# ---- block 1 ----
Figure 1. PDN straps and rails (block 1).
Bar = 50 um. Pins as bars on the die edge. Tap cells in gray.
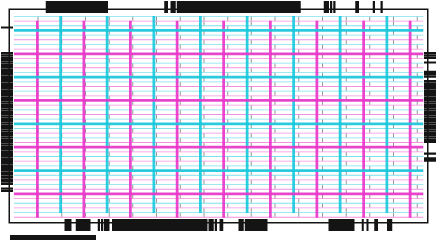

`src/rtl/wb_commit_if.sv`:
```
// Bundle of the MEM-stage input, load-return, register-file write and status
// signals exchanged between the pipeline (master) and the writeback block (slave).
interface wb_commit_if;
  logic        in_valid;
  logic        in_ready;
  logic [4:0]  in_rd_addr;
  logic        in_reg_write;
  logic [1:0]  in_wb_sel;
  logic [63:0] in_alu_result;
  logic [63:0] in_pc_plus4;
  logic [1:0]  in_ld_size;
  logic        in_ld_unsigned;
  logic [2:0]  in_byte_off;
  logic        ld_valid;
  logic [63:0] ld_data;
  logic        flush;
  logic [4:0]  wr_addr;
  logic [63:0] wr_data;
  logic        wr_enable;
  logic        pend_valid;
  logic [4:0]  pend_addr;
  logic [63:0] instret;

  modport master (
    output in_valid, in_rd_addr, in_reg_write, in_wb_sel, in_alu_result,
           in_pc_plus4, in_ld_size, in_ld_unsigned, in_byte_off,
           ld_valid, ld_data, flush,
    input  in_ready, wr_addr, wr_data, wr_enable, pend_valid, pend_addr, instret
  );

  modport slave (
    input  in_valid, in_rd_addr, in_reg_write, in_wb_sel, in_alu_result,
           in_pc_plus4, in_ld_size, in_ld_unsigned, in_byte_off,
           ld_valid, ld_data, flush,
    output in_ready, wr_addr, wr_data, wr_enable, pend_valid, pend_addr, instret
  );
endinterface

```
`src/rtl/wb_commit.sv`:
```
// Writeback/commit stage: commits ALU/link results immediately, parks loads in
// WAIT_LD until data returns, then extracts and extends the addressed lane.
module wb_commit (
  input logic       clk,
  input logic       rst_n,
  wb_commit_if.slave bus
);

  typedef enum logic {IDLE, WAIT_LD} state_t;

  state_t      state_reg;
  logic [4:0]  wr_addr_reg;
  logic [63:0] wr_data_reg;
  logic        wr_enable_reg;
  logic        pend_valid_reg;
  logic [4:0]  pend_addr_reg;
  logic [63:0] instret_reg;
  logic        ld_write_reg;
  logic [1:0]  ld_size_reg;
  logic        ld_unsigned_reg;
  logic [2:0]  ld_off_reg;

  logic        accept;
  logic [63:0] alu_value;
  logic [5:0]  shift_amt;
  logic [63:0] shifted;
  logic        sign_ok;
  logic [63:0] ld_value;

  assign accept = bus.in_valid && (state_reg == IDLE) && !bus.flush;

  // wb_sel 11 falls back to the ALU result.
  assign alu_value = (bus.in_wb_sel == 2'b10) ? bus.in_pc_plus4 : bus.in_alu_result;

  // Narrow loads select their naturally aligned lane; low offset bits are ignored.
  always_comb begin
    shift_amt = 6'd0;
    case (ld_size_reg)
      2'b00:   shift_amt = {ld_off_reg, 3'b000};
      2'b01:   shift_amt = {ld_off_reg[2:1], 4'b0000};
      2'b10:   shift_amt = {ld_off_reg[2], 5'b00000};
      default: shift_amt = 6'd0;
    endcase
  end

  assign shifted = bus.ld_data >> shift_amt;
  assign sign_ok = !ld_unsigned_reg;

  always_comb begin
    ld_value = shifted;
    case (ld_size_reg)
      2'b00:   ld_value = {{56{sign_ok & shifted[7]}},  shifted[7:0]};
      2'b01:   ld_value = {{48{sign_ok & shifted[15]}}, shifted[15:0]};
      2'b10:   ld_value = {{32{sign_ok & shifted[31]}}, shifted[31:0]};
      default: ld_value = shifted;
    endcase
  end

  always_ff @(posedge clk) begin
    if (!rst_n) begin
      state_reg       <= IDLE;
      wr_addr_reg     <= 5'd0;
      wr_data_reg     <= 64'd0;
      wr_enable_reg   <= 1'b0;
      pend_valid_reg  <= 1'b0;
      pend_addr_reg   <= 5'd0;
      instret_reg     <= 64'd0;
      ld_write_reg    <= 1'b0;
      ld_size_reg     <= 2'b00;
      ld_unsigned_reg <= 1'b0;
      ld_off_reg      <= 3'd0;
    end else begin
      wr_enable_reg <= 1'b0;
      case (state_reg)
        IDLE: begin
          if (accept) begin
            if (bus.in_wb_sel == 2'b01) begin
              state_reg       <= WAIT_LD;
              pend_valid_reg  <= 1'b1;
              pend_addr_reg   <= bus.in_rd_addr;
              ld_write_reg    <= bus.in_reg_write;
              ld_size_reg     <= bus.in_ld_size;
              ld_unsigned_reg <= bus.in_ld_unsigned;
              ld_off_reg      <= bus.in_byte_off;
            end else begin
              instret_reg <= instret_reg + 64'd1;
              // Address/data only move on a real write so they hold otherwise.
              if (bus.in_reg_write && (bus.in_rd_addr != 5'd0)) begin
                wr_enable_reg <= 1'b1;
                wr_addr_reg   <= bus.in_rd_addr;
                wr_data_reg   <= alu_value;
              end
            end
          end
        end
        WAIT_LD: begin
          if (bus.flush) begin
            state_reg      <= IDLE;
            pend_valid_reg <= 1'b0;
          end else if (bus.ld_valid) begin
            state_reg      <= IDLE;
            pend_valid_reg <= 1'b0;
            instret_reg    <= instret_reg + 64'd1;
            if (ld_write_reg && (pend_addr_reg != 5'd0)) begin
              wr_enable_reg <= 1'b1;
              wr_addr_reg   <= pend_addr_reg;
              wr_data_reg   <= ld_value;
            end
          end
        end
        default: state_reg <= IDLE;
      endcase
    end
  end

  assign bus.in_ready   = (state_reg == IDLE);
  assign bus.wr_addr    = wr_addr_reg;
  assign bus.wr_data    = wr_data_reg;
  assign bus.wr_enable  = wr_enable_reg;
  assign bus.pend_valid = pend_valid_reg;
  assign bus.pend_addr  = pend_addr_reg;
  assign bus.instret    = instret_reg;

endmodule

```
`src/flat_wrapper.sv`:
```
// flat-port wrapper written by rule: the top's interface ports become plain ports
module wb_commit_flat 
  (clk, rst_n, bus_in_valid, bus_in_rd_addr, bus_in_reg_write, bus_in_wb_sel, bus_in_alu_result, bus_in_pc_plus4, bus_in_ld_size, bus_in_ld_unsigned, bus_in_byte_off, bus_ld_valid, bus_ld_data, bus_flush, bus_in_ready, bus_wr_addr, bus_wr_data, bus_wr_enable, bus_pend_valid, bus_pend_addr, bus_instret);
  wb_commit_if bus_i ();
  input logic clk;
  input logic rst_n;
  input wire logic [$bits(bus_i.in_valid)-1:0] bus_in_valid;
  input wire logic [$bits(bus_i.in_rd_addr)-1:0] bus_in_rd_addr;
  input wire logic [$bits(bus_i.in_reg_write)-1:0] bus_in_reg_write;
  input wire logic [$bits(bus_i.in_wb_sel)-1:0] bus_in_wb_sel;
  input wire logic [$bits(bus_i.in_alu_result)-1:0] bus_in_alu_result;
  input wire logic [$bits(bus_i.in_pc_plus4)-1:0] bus_in_pc_plus4;
  input wire logic [$bits(bus_i.in_ld_size)-1:0] bus_in_ld_size;
  input wire logic [$bits(bus_i.in_ld_unsigned)-1:0] bus_in_ld_unsigned;
  input wire logic [$bits(bus_i.in_byte_off)-1:0] bus_in_byte_off;
  input wire logic [$bits(bus_i.ld_valid)-1:0] bus_ld_valid;
  input wire logic [$bits(bus_i.ld_data)-1:0] bus_ld_data;
  input wire logic [$bits(bus_i.flush)-1:0] bus_flush;
  output wire logic [$bits(bus_i.in_ready)-1:0] bus_in_ready;
  output wire logic [$bits(bus_i.wr_addr)-1:0] bus_wr_addr;
  output wire logic [$bits(bus_i.wr_data)-1:0] bus_wr_data;
  output wire logic [$bits(bus_i.wr_enable)-1:0] bus_wr_enable;
  output wire logic [$bits(bus_i.pend_valid)-1:0] bus_pend_valid;
  output wire logic [$bits(bus_i.pend_addr)-1:0] bus_pend_addr;
  output wire logic [$bits(bus_i.instret)-1:0] bus_instret;
  assign bus_i.in_valid = bus_in_valid;
  assign bus_i.in_rd_addr = bus_in_rd_addr;
  assign bus_i.in_reg_write = bus_in_reg_write;
  assign bus_i.in_wb_sel = bus_in_wb_sel;
  assign bus_i.in_alu_result = bus_in_alu_result;
  assign bus_i.in_pc_plus4 = bus_in_pc_plus4;
  assign bus_i.in_ld_size = bus_in_ld_size;
  assign bus_i.in_ld_unsigned = bus_in_ld_unsigned;
  assign bus_i.in_byte_off = bus_in_byte_off;
  assign bus_i.ld_valid = bus_ld_valid;
  assign bus_i.ld_data = bus_ld_data;
  assign bus_i.flush = bus_flush;
  assign bus_in_ready = bus_i.in_ready;
  assign bus_wr_addr = bus_i.wr_addr;
  assign bus_wr_data = bus_i.wr_data;
  assign bus_wr_enable = bus_i.wr_enable;
  assign bus_pend_valid = bus_i.pend_valid;
  assign bus_pend_addr = bus_i.pend_addr;
  assign bus_instret = bus_i.instret;
  wb_commit u_core (.clk(clk), .rst_n(rst_n), .bus(bus_i));
endmodule
```
`config.mk`:
```
export PLATFORM = sky130hd
export DESIGN_NAME = wb_commit_flat
export DESIGN_NICKNAME = d
export VERILOG_FILES = /design/src/rtl/wb_commit_if.sv /design/src/rtl/wb_commit.sv /design/src/flat_wrapper.sv
export SDC_FILE = /design/constraint.sdc
export NUM_CORES = 1
export LEC_CHECK = 0
export CAP_MARGIN = 10
export CELL_PAD_IN_SITES_DETAIL_PLACEMENT = 0
export CELL_PAD_IN_SITES_GLOBAL_PLACEMENT = 1
export CORE_ASPECT_RATIO = 0.5
export CORE_MARGIN = 2
export CORE_UTILIZATION = 32
export CTS_BUF_LIST = sky130_fd_sc_hd__clkbuf_16
export CTS_CLUSTER_SIZE = 10
export DETAILED_ROUTE_END_ITERATION = 10
export PLACE_DENSITY_LB_ADDON = 0.15
export SLEW_MARGIN = 20
export SYNTH_ARGS = -nofsm -noshare
export SYNTH_HDL_FRONTEND = slang
export SYNTH_SLANG_ARGS = --single-unit
```
`constraint.sdc`:
```
create_clock -name clk -period 2.8 [get_ports clk]
set_input_delay 0.28 -clock clk [delete_from_list [all_inputs] [get_ports clk]]
set_output_delay 0.28 -clock clk [all_outputs]
set_load 0.02 [all_outputs]
```
# ---- block 2 ----
`src/rtl/bus_transfer_unit.sv`:
```
// rtl/bus_transfer_unit.sv - shared-bus register bank with a 3-step transfer sequencer
// Moves one word per request (external value or register) into a destination register over the bus.
module bus_transfer_unit #(
    parameter int WIDTH = 32,
    parameter int NREGS = 4,
    localparam int SEL_W = (NREGS > 1) ? $clog2(NREGS) : 1
) (
    input  logic             clock,
    input  logic             clear,
    input  logic             req_valid,
    output logic             req_ready,
    input  logic             req_ext,
    input  logic [SEL_W-1:0] req_src,
    input  logic [SEL_W-1:0] req_dst,
    input  logic [WIDTH-1:0] ext_data,
    output logic [WIDTH-1:0] bus_out,
    input  logic [SEL_W-1:0] rd_sel,
    output logic [WIDTH-1:0] rd_data,
    output logic             busy,
    output logic             done,
    output logic             err
);

    typedef enum logic [2:0] {
        S_IDLE  = 3'd0,
        S_DRIVE = 3'd1,
        S_LATCH = 3'd2,
        S_DONE  = 3'd3,
        S_ERR   = 3'd4
    } state_t;

    // One extra bit so the limit is representable when NREGS is a power of two.
    localparam logic [SEL_W:0] NREG_LIM = (SEL_W + 1)'(NREGS);

    state_t           state_q;
    logic [WIDTH-1:0] regs_q [NREGS];
    logic [WIDTH-1:0] bus_out_q;
    logic [SEL_W-1:0] dst_q;
    logic             busy_q;
    logic             done_q;
    logic             err_q;

    logic dst_bad;
    logic src_bad;

    assign dst_bad = ({1'b0, req_dst} >= NREG_LIM);
    assign src_bad = !req_ext && ({1'b0, req_src} >= NREG_LIM);

    always_ff @(posedge clock or negedge clear) begin
        if (!clear) begin
            state_q   <= S_IDLE;
            bus_out_q <= '0;
            dst_q     <= '0;
            busy_q    <= 1'b0;
            done_q    <= 1'b0;
            err_q     <= 1'b0;
            for (int i = 0; i < NREGS; i++) begin
                regs_q[i] <= '0;
            end
        end else begin
            done_q <= 1'b0;
            err_q  <= 1'b0;
            case (state_q)
                S_IDLE: begin
                    if (req_valid) begin
                        dst_q  <= req_dst;
                        busy_q <= 1'b1;
                        if (dst_bad || src_bad) begin
                            state_q <= S_ERR;
                            err_q   <= 1'b1;
                        end else begin
                            // The source is sampled here, so the bus already carries it in DRIVE.
                            state_q   <= S_DRIVE;
                            bus_out_q <= req_ext ? ext_data : regs_q[req_src];
                        end
                    end
                end
                S_DRIVE: begin
                    state_q <= S_LATCH;
                end
                S_LATCH: begin
                    regs_q[dst_q] <= bus_out_q;
                    bus_out_q     <= '0;
                    done_q        <= 1'b1;
                    state_q       <= S_DONE;
                end
                S_DONE, S_ERR: begin
                    state_q <= S_IDLE;
                    busy_q  <= 1'b0;
                end
                default: begin
                    state_q   <= S_IDLE;
                    bus_out_q <= '0;
                    busy_q    <= 1'b0;
                end
            endcase
        end
    end

    always_comb begin
        rd_data = '0;
        if ({1'b0, rd_sel} < NREG_LIM) begin
            rd_data = regs_q[rd_sel];
        end
    end

    assign req_ready = (state_q == S_IDLE);
    assign bus_out   = bus_out_q;
    assign busy      = busy_q;
    assign done      = done_q;
    assign err       = err_q;

endmodule

```
`config.mk`:
```
export PLATFORM = sky130hd
export DESIGN_NAME = bus_transfer_unit
export DESIGN_NICKNAME = d
export VERILOG_FILES = /design/src/rtl/bus_transfer_unit.sv
export SDC_FILE = /design/constraint.sdc
export NUM_CORES = 1
export LEC_CHECK = 0
export CAP_MARGIN = 20
export CORE_ASPECT_RATIO = 0.8
export CORE_MARGIN = 4
export CORE_UTILIZATION = 50
export DETAILED_ROUTE_END_ITERATION = 10
export PLACE_DENSITY = 0.85
export REMOVE_ABC_BUFFERS = 1
export SYNTH_ARGS = -nofsm -noshare
export SYNTH_HDL_FRONTEND = slang
export SYNTH_SLANG_ARGS = --single-unit
```
`constraint.sdc`:
```
create_clock -name clock -period 2.1 [get_ports clock]
set_input_delay 0.21 -clock clock [delete_from_list [all_inputs] [get_ports clock]]
set_output_delay 0.21 -clock clock [all_outputs]
set_load 0.005 [all_outputs]
```
# ---- block 3 ----
[config.mk]
export PLATFORM = sky130hd
export DESIGN_NAME = reloj_time_ctrl
export DESIGN_NICKNAME = d
export VERILOG_FILES = /design/src/rtl/reloj_time_ctrl.sv
export SDC_FILE = /design/constraint.sdc
export NUM_CORES = 1
export LEC_CHECK = 0
export CAP_MARGIN = 0
export CORE_UTILIZATION = 25
export CTS_CLUSTER_SIZE = 40
export DETAILED_ROUTE_END_ITERATION = 8
export PLACE_DENSITY = 0.42
export SLEW_MARGIN = 10
export SYNTH_ARGS = -nofsm -noshare
export SYNTH_HDL_FRONTEND = slang
export SYNTH_SLANG_ARGS = --single-unit
export TNS_END_PERCENT = 100
[constraint.sdc]
create_clock -name clk -period 2.05 [get_ports clk]
set_clock_uncertainty 0.15 [all_clocks]
set_input_delay 0.205 -clock clk [delete_from_list [all_inputs] [get_ports clk]]
set_output_delay 0.205 -clock clk [all_outputs]
set_load 0.005 [all_outputs]
[src/rtl/reloj_time_ctrl.sv]
// reloj_time_ctrl
//   Time-keeping controller for the digital clock. It generates the seconds
//   tick, sequences one-cycle increment enables into the external
//   seconds/minutes/hours counter chain (including the 23:59:59 carry), runs
//   the RUN / SET_HR / SET_MIN set-time machine from two debounced buttons, and
//   drives the display blink enable. It holds no time registers of its own.
//
// Ports
//   clk       in   system clock, rising edge
//   rst       in   synchronous reset, active-high
//   btn_mode  in   debounced mode button level
//   btn_inc   in   debounced increment button level
//   sec_tc    in   seconds counter at 59
//   min_tc    in   minutes counter at 59
//   sec_inc   out  one-cycle seconds increment enable
//   min_inc   out  one-cycle minutes increment enable
//   hr_inc    out  one-cycle hours increment enable
//   sec_clr   out  one-cycle seconds clear (on SET_MIN -> RUN)
//   mode      out  00 RUN, 01 SET_HR, 10 SET_MIN
//   blink     out  display blink enable
module reloj_time_ctrl #(
  parameter int TICK_DIV  = 50000000,
  parameter int BLINK_DIV = 25000000
) (
  input  logic       clk,
  input  logic       rst,
  input  logic       btn_mode,
  input  logic       btn_inc,
  input  logic       sec_tc,
  input  logic       min_tc,
  output logic       sec_inc,
  output logic       min_inc,
  output logic       hr_inc,
  output logic       sec_clr,
  output logic [1:0] mode,
  output logic       blink
);

  localparam int TW = $clog2(TICK_DIV);
  localparam int BW = $clog2(BLINK_DIV);
  localparam logic [TW-1:0] TICK_MAX  = TW'(TICK_DIV - 1);
  localparam logic [BW-1:0] BLINK_MAX = BW'(BLINK_DIV - 1);

  typedef enum logic [1:0] {
    RUN     = 2'b00,
    SET_HR  = 2'b01,
    SET_MIN = 2'b10,
    ILLEGAL = 2'b11
  } mode_e;

  mode_e          mode_q, mode_d;
  logic           btn_mode_q, btn_inc_q;
  logic [TW-1:0]  pres_q, pres_d;
  logic [BW-1:0]  bcnt_q, bcnt_d;
  logic           blink_q, blink_d;
  logic           sec_inc_q, sec_inc_d;
  logic           min_inc_q, min_inc_d;
  logic           hr_inc_q, hr_inc_d;
  logic           sec_clr_q, sec_clr_d;

  logic mode_ev, inc_ev, tick, in_set;

  // History regs reset to 1 so a button held through reset produces no edge.
  assign mode_ev = btn_mode & ~btn_mode_q;
  assign inc_ev  = btn_inc  & ~btn_inc_q;
  assign tick    = (pres_q == TICK_MAX);
  assign in_set  = (mode_q == SET_HR) || (mode_q == SET_MIN);

  // State and output registers
  always_ff @(posedge clk) begin
    if (rst) begin
      mode_q     <= RUN;
      btn_mode_q <= 1'b1;
      btn_inc_q  <= 1'b1;
      pres_q     <= '0;
      bcnt_q     <= '0;
      blink_q    <= 1'b0;
      sec_inc_q  <= 1'b0;
      min_inc_q  <= 1'b0;
      hr_inc_q   <= 1'b0;
      sec_clr_q  <= 1'b0;
    end else begin
      mode_q     <= mode_d;
      btn_mode_q <= btn_mode;
      btn_inc_q  <= btn_inc;
      pres_q     <= pres_d;
      bcnt_q     <= bcnt_d;
      blink_q    <= blink_d;
      sec_inc_q  <= sec_inc_d;
      min_inc_q  <= min_inc_d;
      hr_inc_q   <= hr_inc_d;
      sec_clr_q  <= sec_clr_d;
    end
  end

  // Mode sequencing: RUN -> SET_HR -> SET_MIN -> RUN on each mode press
  always_comb begin
    mode_d = mode_q;
    unique case (mode_q)
      RUN:     if (mode_ev) mode_d = SET_HR;
      SET_HR:  if (mode_ev) mode_d = SET_MIN;
      SET_MIN: if (mode_ev) mode_d = RUN;
      default: mode_d = RUN;
    endcase
  end

  // Next values of the registered outputs, prescaler and blink counter
  always_comb begin
    pres_d    = '0;
    bcnt_d    = '0;
    blink_d   = 1'b0;
    sec_inc_d = 1'b0;
    min_inc_d = 1'b0;
    hr_inc_d  = 1'b0;
    sec_clr_d = 1'b0;

    unique case (mode_q)
      RUN: begin
        pres_d    = tick ? '0 : pres_q + TW'(1);
        sec_inc_d = tick;
        min_inc_d = tick & sec_tc;
        hr_inc_d  = tick & sec_tc & min_tc;
      end
      // A mode press in the same cycle as an increment press swallows it.
      SET_HR:  hr_inc_d = inc_ev & ~mode_ev;
      SET_MIN: begin
        min_inc_d = inc_ev & ~mode_ev;
        sec_clr_d = mode_ev;
      end
      default: ;
    endcase

    // Blink restarts from 0 on every mode change and is idle outside set modes.
    if (in_set && (mode_d == mode_q)) begin
      if (bcnt_q == BLINK_MAX) begin
        bcnt_d  = '0;
        blink_d = ~blink_q;
      end else begin
        bcnt_d  = bcnt_q + BW'(1);
        blink_d = blink_q;
      end
    end
  end

  assign sec_inc = sec_inc_q;
  assign min_inc = min_inc_q;
  assign hr_inc  = hr_inc_q;
  assign sec_clr = sec_clr_q;
  assign mode    = mode_q;
  assign blink   = blink_q;

endmodule

# ---- block 4 ----
File: src/rtl/cic_up_sampler_if.sv
// ---------------------------------------------------------------------------
// cic_up_sampler_if : sample/strobe bundle for the CIC interpolator. Rev 1.0
// ---------------------------------------------------------------------------
`default_nettype none

interface cic_up_sampler_if #(
  parameter int W = 10
);
  logic                eno;
  logic signed [W-1:0] in;
  logic                in_rdy;
  logic signed [W-1:0] out;

  modport master (output eno, output in, input in_rdy, input out);
  modport slave  (input eno, input in, output in_rdy, output out);
endinterface

`default_nettype wire

File: src/rtl/cic_up_sampler.sv
// ---------------------------------------------------------------------------
// cic_up_sampler : N-stage CIC interpolator by R with unity-DC attenuator. Rev 1.0
// ---------------------------------------------------------------------------
`default_nettype none

module cic_up_sampler #(
  parameter int W = 10,
  parameter int R = 4,
  parameter int M = 1,
  parameter int N = 2
) (
  input  logic            clk,
  input  logic            rst,
  cic_up_sampler_if.slave bus
);

  localparam int GAIN   = ((R * M) ** N) / R;
  localparam int DW     = (GAIN <= 1) ? W : W + $clog2(GAIN);
  localparam int PW     = $clog2(R);
  localparam int ATTN_I = ((1 << (DW - 1)) + GAIN / 2) / GAIN;
  localparam logic signed [2*DW-1:0] ATTN = (2 * DW)'(ATTN_I);

  logic [PW-1:0]        r_ph;
  logic                 w_in_rdy;
  logic signed [DW-1:0] w_comb_in  [N];
  logic signed [DW-1:0] w_comb_out [N];
  logic signed [DW-1:0] w_integ_in [N];
  logic signed [DW-1:0] w_integ_out[N];
  logic signed [DW-1:0] r_z;
  logic signed [2*DW-1:0] w_prod;
  logic signed [W-1:0]  r_out;

  assign w_in_rdy    = bus.eno & (r_ph == '0);
  assign bus.in_rdy  = w_in_rdy;
  assign bus.out     = r_out;

  always_ff @(posedge clk or posedge rst) begin
    if (rst) begin
      r_ph <= '0;
    end else if (bus.eno) begin
      r_ph <= (r_ph == PW'(R - 1)) ? '0 : r_ph + PW'(1);
    end
  end

  // Comb section runs at the low rate: it only advances on an accepted sample.
  generate
    for (genvar k = 0; k < N; k++) begin : g_comb
      logic signed [DW-1:0] r_c;
      logic signed [DW-1:0] r_d [M];

      if (k == 0) begin : g_first
        assign w_comb_in[k] = DW'(bus.in);
      end else begin : g_chain
        assign w_comb_in[k] = w_comb_out[k-1];
      end

      always_ff @(posedge clk or posedge rst) begin
        if (rst) begin
          r_c <= '0;
          for (int j = 0; j < M; j++) r_d[j] <= '0;
        end else if (w_in_rdy) begin
          r_c    <= w_comb_in[k] - r_d[M-1];
          r_d[0] <= w_comb_in[k];
          for (int j = 1; j < M; j++) r_d[j] <= r_d[j-1];
        end
      end

      assign w_comb_out[k] = r_c;
    end
  endgenerate

  // Zero-stuffing: the comb result is forwarded only in phase 0.
  always_ff @(posedge clk or posedge rst) begin
    if (rst) begin
      r_z <= '0;
    end else if (bus.eno) begin
      r_z <= (r_ph == '0) ? w_comb_out[N-1] : '0;
    end
  end

  generate
    for (genvar k = 0; k < N; k++) begin : g_integ
      logic signed [DW-1:0] r_i;

      if (k == 0) begin : g_first
        assign w_integ_in[k] = r_z;
      end else begin : g_chain
        assign w_integ_in[k] = w_integ_out[k-1];
      end

      always_ff @(posedge clk or posedge rst) begin
        if (rst) begin
          r_i <= '0;
        end else if (bus.eno) begin
          r_i <= r_i + w_integ_in[k];
        end
      end

      assign w_integ_out[k] = r_i;
    end
  endgenerate

  // Q1.(DW-1) scaling back to unity DC gain; floor shift, wrap on truncation.
  assign w_prod = (2 * DW)'(w_integ_out[N-1]) * ATTN;

  always_ff @(posedge clk or posedge rst) begin
    if (rst) begin
      r_out <= '0;
    end else if (bus.eno) begin
      r_out <= W'(w_prod >>> (DW - 1));
    end
  end

endmodule

`default_nettype wire

File: src/flat_wrapper.sv
// flat-port wrapper written by rule: the top's interface ports become plain ports
module cic_up_sampler_flat 
#(
  parameter int W = 10,
  parameter int R = 4,
  parameter int M = 1,
  parameter int N = 2
)
  (clk, rst, bus_eno, bus_in, bus_in_rdy, bus_out);
  cic_up_sampler_if #(.W(W)) bus_i ();
  input  logic clk;
  input  logic rst;
  input wire logic [$bits(bus_i.eno)-1:0] bus_eno;
  input wire logic [$bits(bus_i.in)-1:0] bus_in;
  output wire logic [$bits(bus_i.in_rdy)-1:0] bus_in_rdy;
  output wire logic [$bits(bus_i.out)-1:0] bus_out;
  assign bus_i.eno = bus_eno;
  assign bus_i.in = bus_in;
  assign bus_in_rdy = bus_i.in_rdy;
  assign bus_out = bus_i.out;
  cic_up_sampler #(.W(W), .R(R), .M(M), .N(N)) u_core (.clk(clk), .rst(rst), .bus(bus_i));
endmodule
File: config.mk
export PLATFORM = sky130hd
export DESIGN_NAME = cic_up_sampler_flat
export DESIGN_NICKNAME = d
export VERILOG_FILES = /design/src/rtl/cic_up_sampler_if.sv /design/src/rtl/cic_up_sampler.sv /design/src/flat_wrapper.sv
export SDC_FILE = /design/constraint.sdc
export NUM_CORES = 1
export LEC_CHECK = 0
export ABC_AREA = 0
export CORE_UTILIZATION = 40
export CTS_BUF_LIST = sky130_fd_sc_hd__clkbuf_16
export DETAILED_ROUTE_END_ITERATION = 10
export PLACE_DENSITY = 0.68
export SYNTH_ARGS = -nofsm -noshare
export SYNTH_HDL_FRONTEND = slang
export SYNTH_SLANG_ARGS = --single-unit
export TNS_END_PERCENT = 50
File: constraint.sdc
create_clock -name clk -period 6.7 [get_ports clk]
set_clock_uncertainty 0.1 [all_clocks]
set_input_delay 1.34 -clock clk [delete_from_list [all_inputs] [get_ports clk]]
set_output_delay 1.34 -clock clk [all_outputs]
set_load 0.1 [all_outputs]
Figure 2. Clock wires, drivers and flops (block 1).
Bar = 50 um.
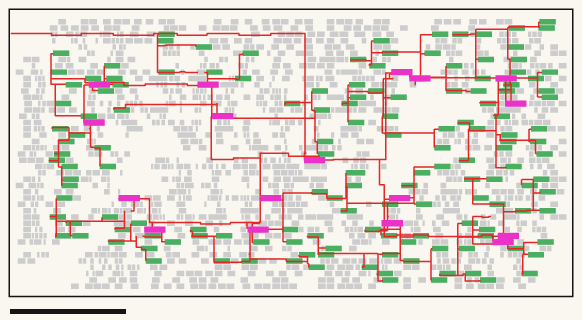
clock wires -> red  # length 2,310 um
flip-flops -> green  # count 148
clock-net drivers -> magenta  # count 17
routed clock nets = 18
flops lie = spread over the die

About Figure 1:
VSS -> magenta
VDD -> cyan
tap cells = 382
rows = 43
met4 straps = 17
signal pins = 352
met5 straps = 8
Die Ht: 123 um
Die W: 243 um
core box area: 27,900 um2

==> ci_impl_report.md, block 1 <==
### Metrics collected by this job

| Metric | Value |
|---|---|
| Routed len/inst | `19.4 um` |
| # nets final | `1,596` |
| Max-area cell class | `combinational gates` |
| Setup repair bufs after CTS | `0` |
| First-pass GRT wire length | `52,600 um` |
| Dpl cells | `1,747` |
| Worst Path Arrival | `2830 ps` |
| Io pins | `352` |
| Max cap viols | `0` |
| OpenROAD warning count | `28` |
| TNS Setup | `0 ps` |
| # rows | `43` |
| Pre-CTS setup slack | `115 ps` |
| Reg2Reg Setup Slack | `260 ps` |
| Post-Route WL | `34,400 um` |
| Ant diodes | `0` |
| Post_cts resized | `0` |
| Outcome | `completed` |
| Largest logic family | `AND-OR/OR-AND gates` |
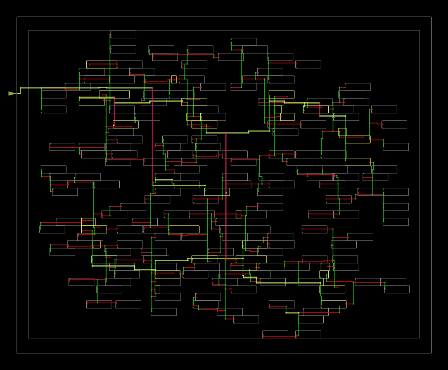
Figure 3: block 2, clock routing.
Fin Clk Skew: 9.01 ps
CTS Buf Count: 17
clk ins delay skew pair: 420 ps

==> ci_impl_report.md, block 2 <==
### Metrics collected by this job

| Metric | Value |
|---|---|
| Critical path depth in cells | `2` |
| Post_cts resized | `0` |
| Core box area | `15,900 um2` |
| CP max stage delay | `500 ps` |
| Largest cells by area | `dfrtp_1, mux2_2, mux4_2, a221o_1, o21a_1` |
| Seq share, synth | `0.511` |
| CTS Buffer Depth | `2` |
| Routed Antenna Nets | `0` |
| EDFF count, synth | `0` |
| Outcome | `completed` |
| Htree depth | `4` |
| Number of non-clock inverters | `3` |
| Root buf cell | `clkbuf_16` |
| Synthesis area per yosys | `8120 um2` |
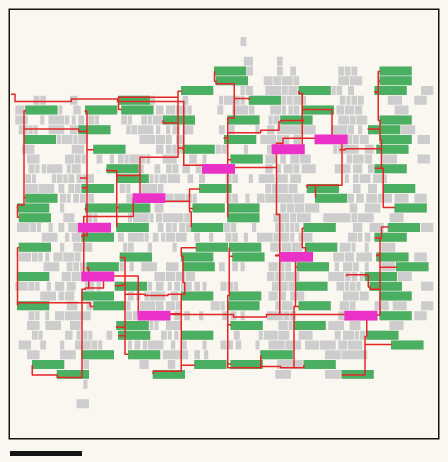
Figure 4: block 4, clock wires, drivers and flops.
Bar = 20 um.
flip-flops -> green  # count 92
clock wires -> red  # length 1,100 um
clock-net drivers -> magenta  # count 9
routed clock nets = 10

==> ci_impl_report.md, block 4 <==
### Metrics collected by this job

| Metric | Value |
|---|---|
| Post-Syn Nets | `639` |
| TNS Setup | `0 ps` |
| Met1 Wirelength | `4410 um` |
| Grt met3 use | `0.0350` |
| Non-clock buffer share of cell area | `0.0412` |
| Outcome | `completed` |
| Io pins | `24` |
| Top cell excl fill/tap | `dfrtp_1` |
| Worst setup margin | `2490 ps` |
| Share of layout cells above drive strength 1 | `0.0936` |
| Max-area cell class | `combinational gates` |
| Synth Cell Area | `5470 um2` |
| Yosys stat cell total | `577` |
| Slowest cell on crit path | `buf_4` |
| Routed Antenna Nets | `0` |
| Post-Synth Adder-Cell Area | `0.118` |
| Vias in the first global route | `4,188` |
| Gr ovfl total | `0` |
| CTS tree | `built` |
| Fillers | `1,255` |
| Critical path type | `in2out` |
| CTS Buffer Depth | `2` |
| Met3 Routed Length | `323 um` |
| Largest logic family | `AND-OR/OR-AND gates` |
Figure 5. Cells colored by class (block 3).
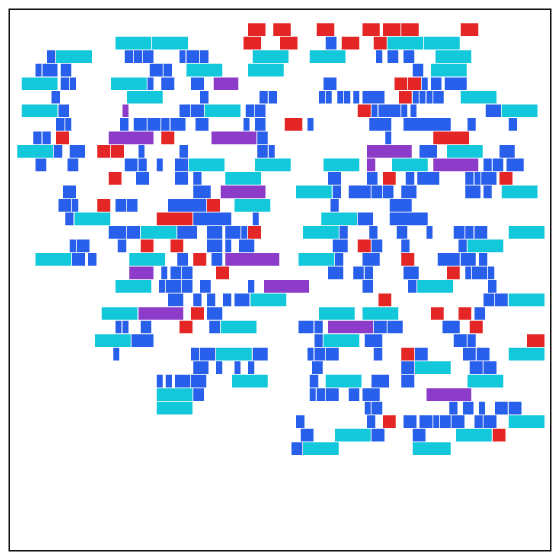
clock drivers and dummy loads -> purple  # cells 14
registers -> cyan  # cells 60
remaining logic cells -> blue  # cells 242
remaining buffers and delay cells -> red  # cells 45

==> ci_impl_report.md, block 3 <==
### Metrics collected by this job

| Metric | Value |
|---|---|
| Dpl cells | `485` |
| Multi-input gate share of total cell area | `0.429` |
| Seq share, synth | `0.422` |
| Ant diodes | `0` |
| Ys flops | `60` |
| Post_cts resized | `0` |
| Worst-path clk slew | `50 ps` |
| Non-clock buffer share of cell area | `0.107` |
| Post-DP Area | `3330 um2` |
| CTS tree | `built` |
| Crit end category | `register` |
| Synth Flop Type | `dfxtp_1` |
| Layout overhead on the synthesized area | `28.9%` |
| Ys Warns | `0` |
| FF-to-FF path depth | `7` |
| Synthesis area per yosys | `2850 um2` |
| Finished Cell Area | `3670 um2` |
| CTS Buffer Depth | `2` |
| Die W | `109 um` |
| Gr ovfl total | `0` |
| # rows | `38` |
| Port bufs | `12` |
| Post-Syn Nets | `327` |
| Routability congestion estimate | `0.720` |
| Maximum clock frequency | `0.516 GHz` |
| MUX area fraction | `0` |
| Worst-path fanout max | `26` |
| Worst Setup SP | `mode[0]` |
| Outcome | `completed` |
| Hold WC Path Type | `reg2reg` |
| Worst-Margin Slew | `364 ps` |
| Buffers, non-clock | `45` |
| Yosys stat cell total | `315` |


## Gallery

Signal wires by layer.
shot_01.png
Bar = 20 um. Only two layers are drawn.
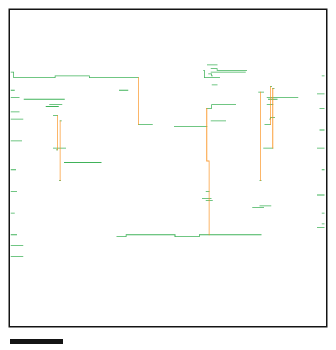
shot_02.png
Bar = 50 um. Only two layers are drawn.
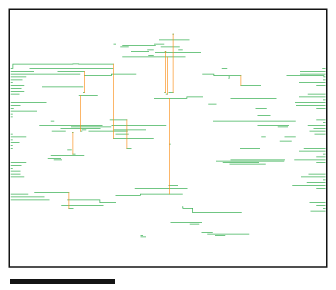
shot_03.png
Bar = 20 um. Only two layers are drawn.
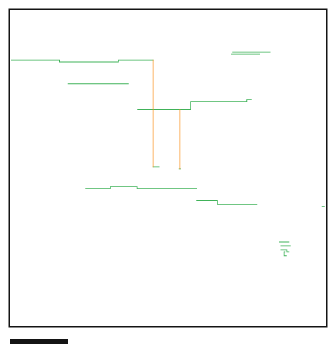
shot_04.png
Bar = 50 um. Only two layers are drawn.
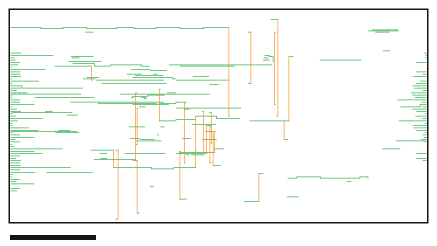
The one with the most wire is shot_04.png.
The one with the least wire is shot_03.png.
For block 2, see shot_02.png.
For block 3, see shot_03.png.
For block 4, see shot_01.png.
For block 1, see shot_04.png.

Key to shot_02.png:
M3 -> green  # wire length 1,400 um
M4 -> orange  # wire length 209 um


## Gallery

Clock routing.
Plate I
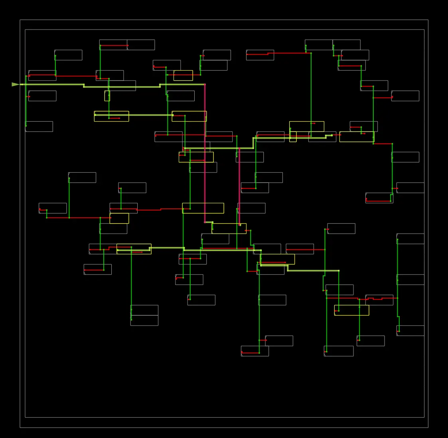
Plate II
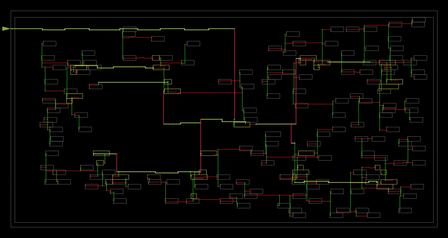
Plate III
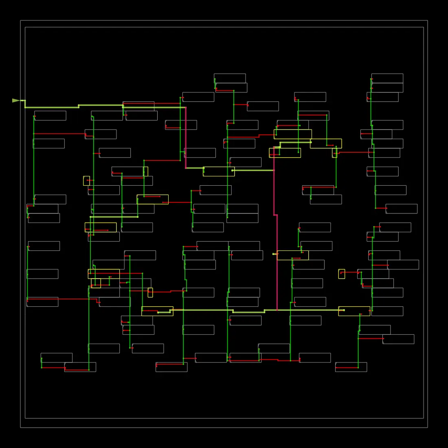
Plate III comes from block 4.
Plate I comes from block 3.
Plate II comes from block 1.

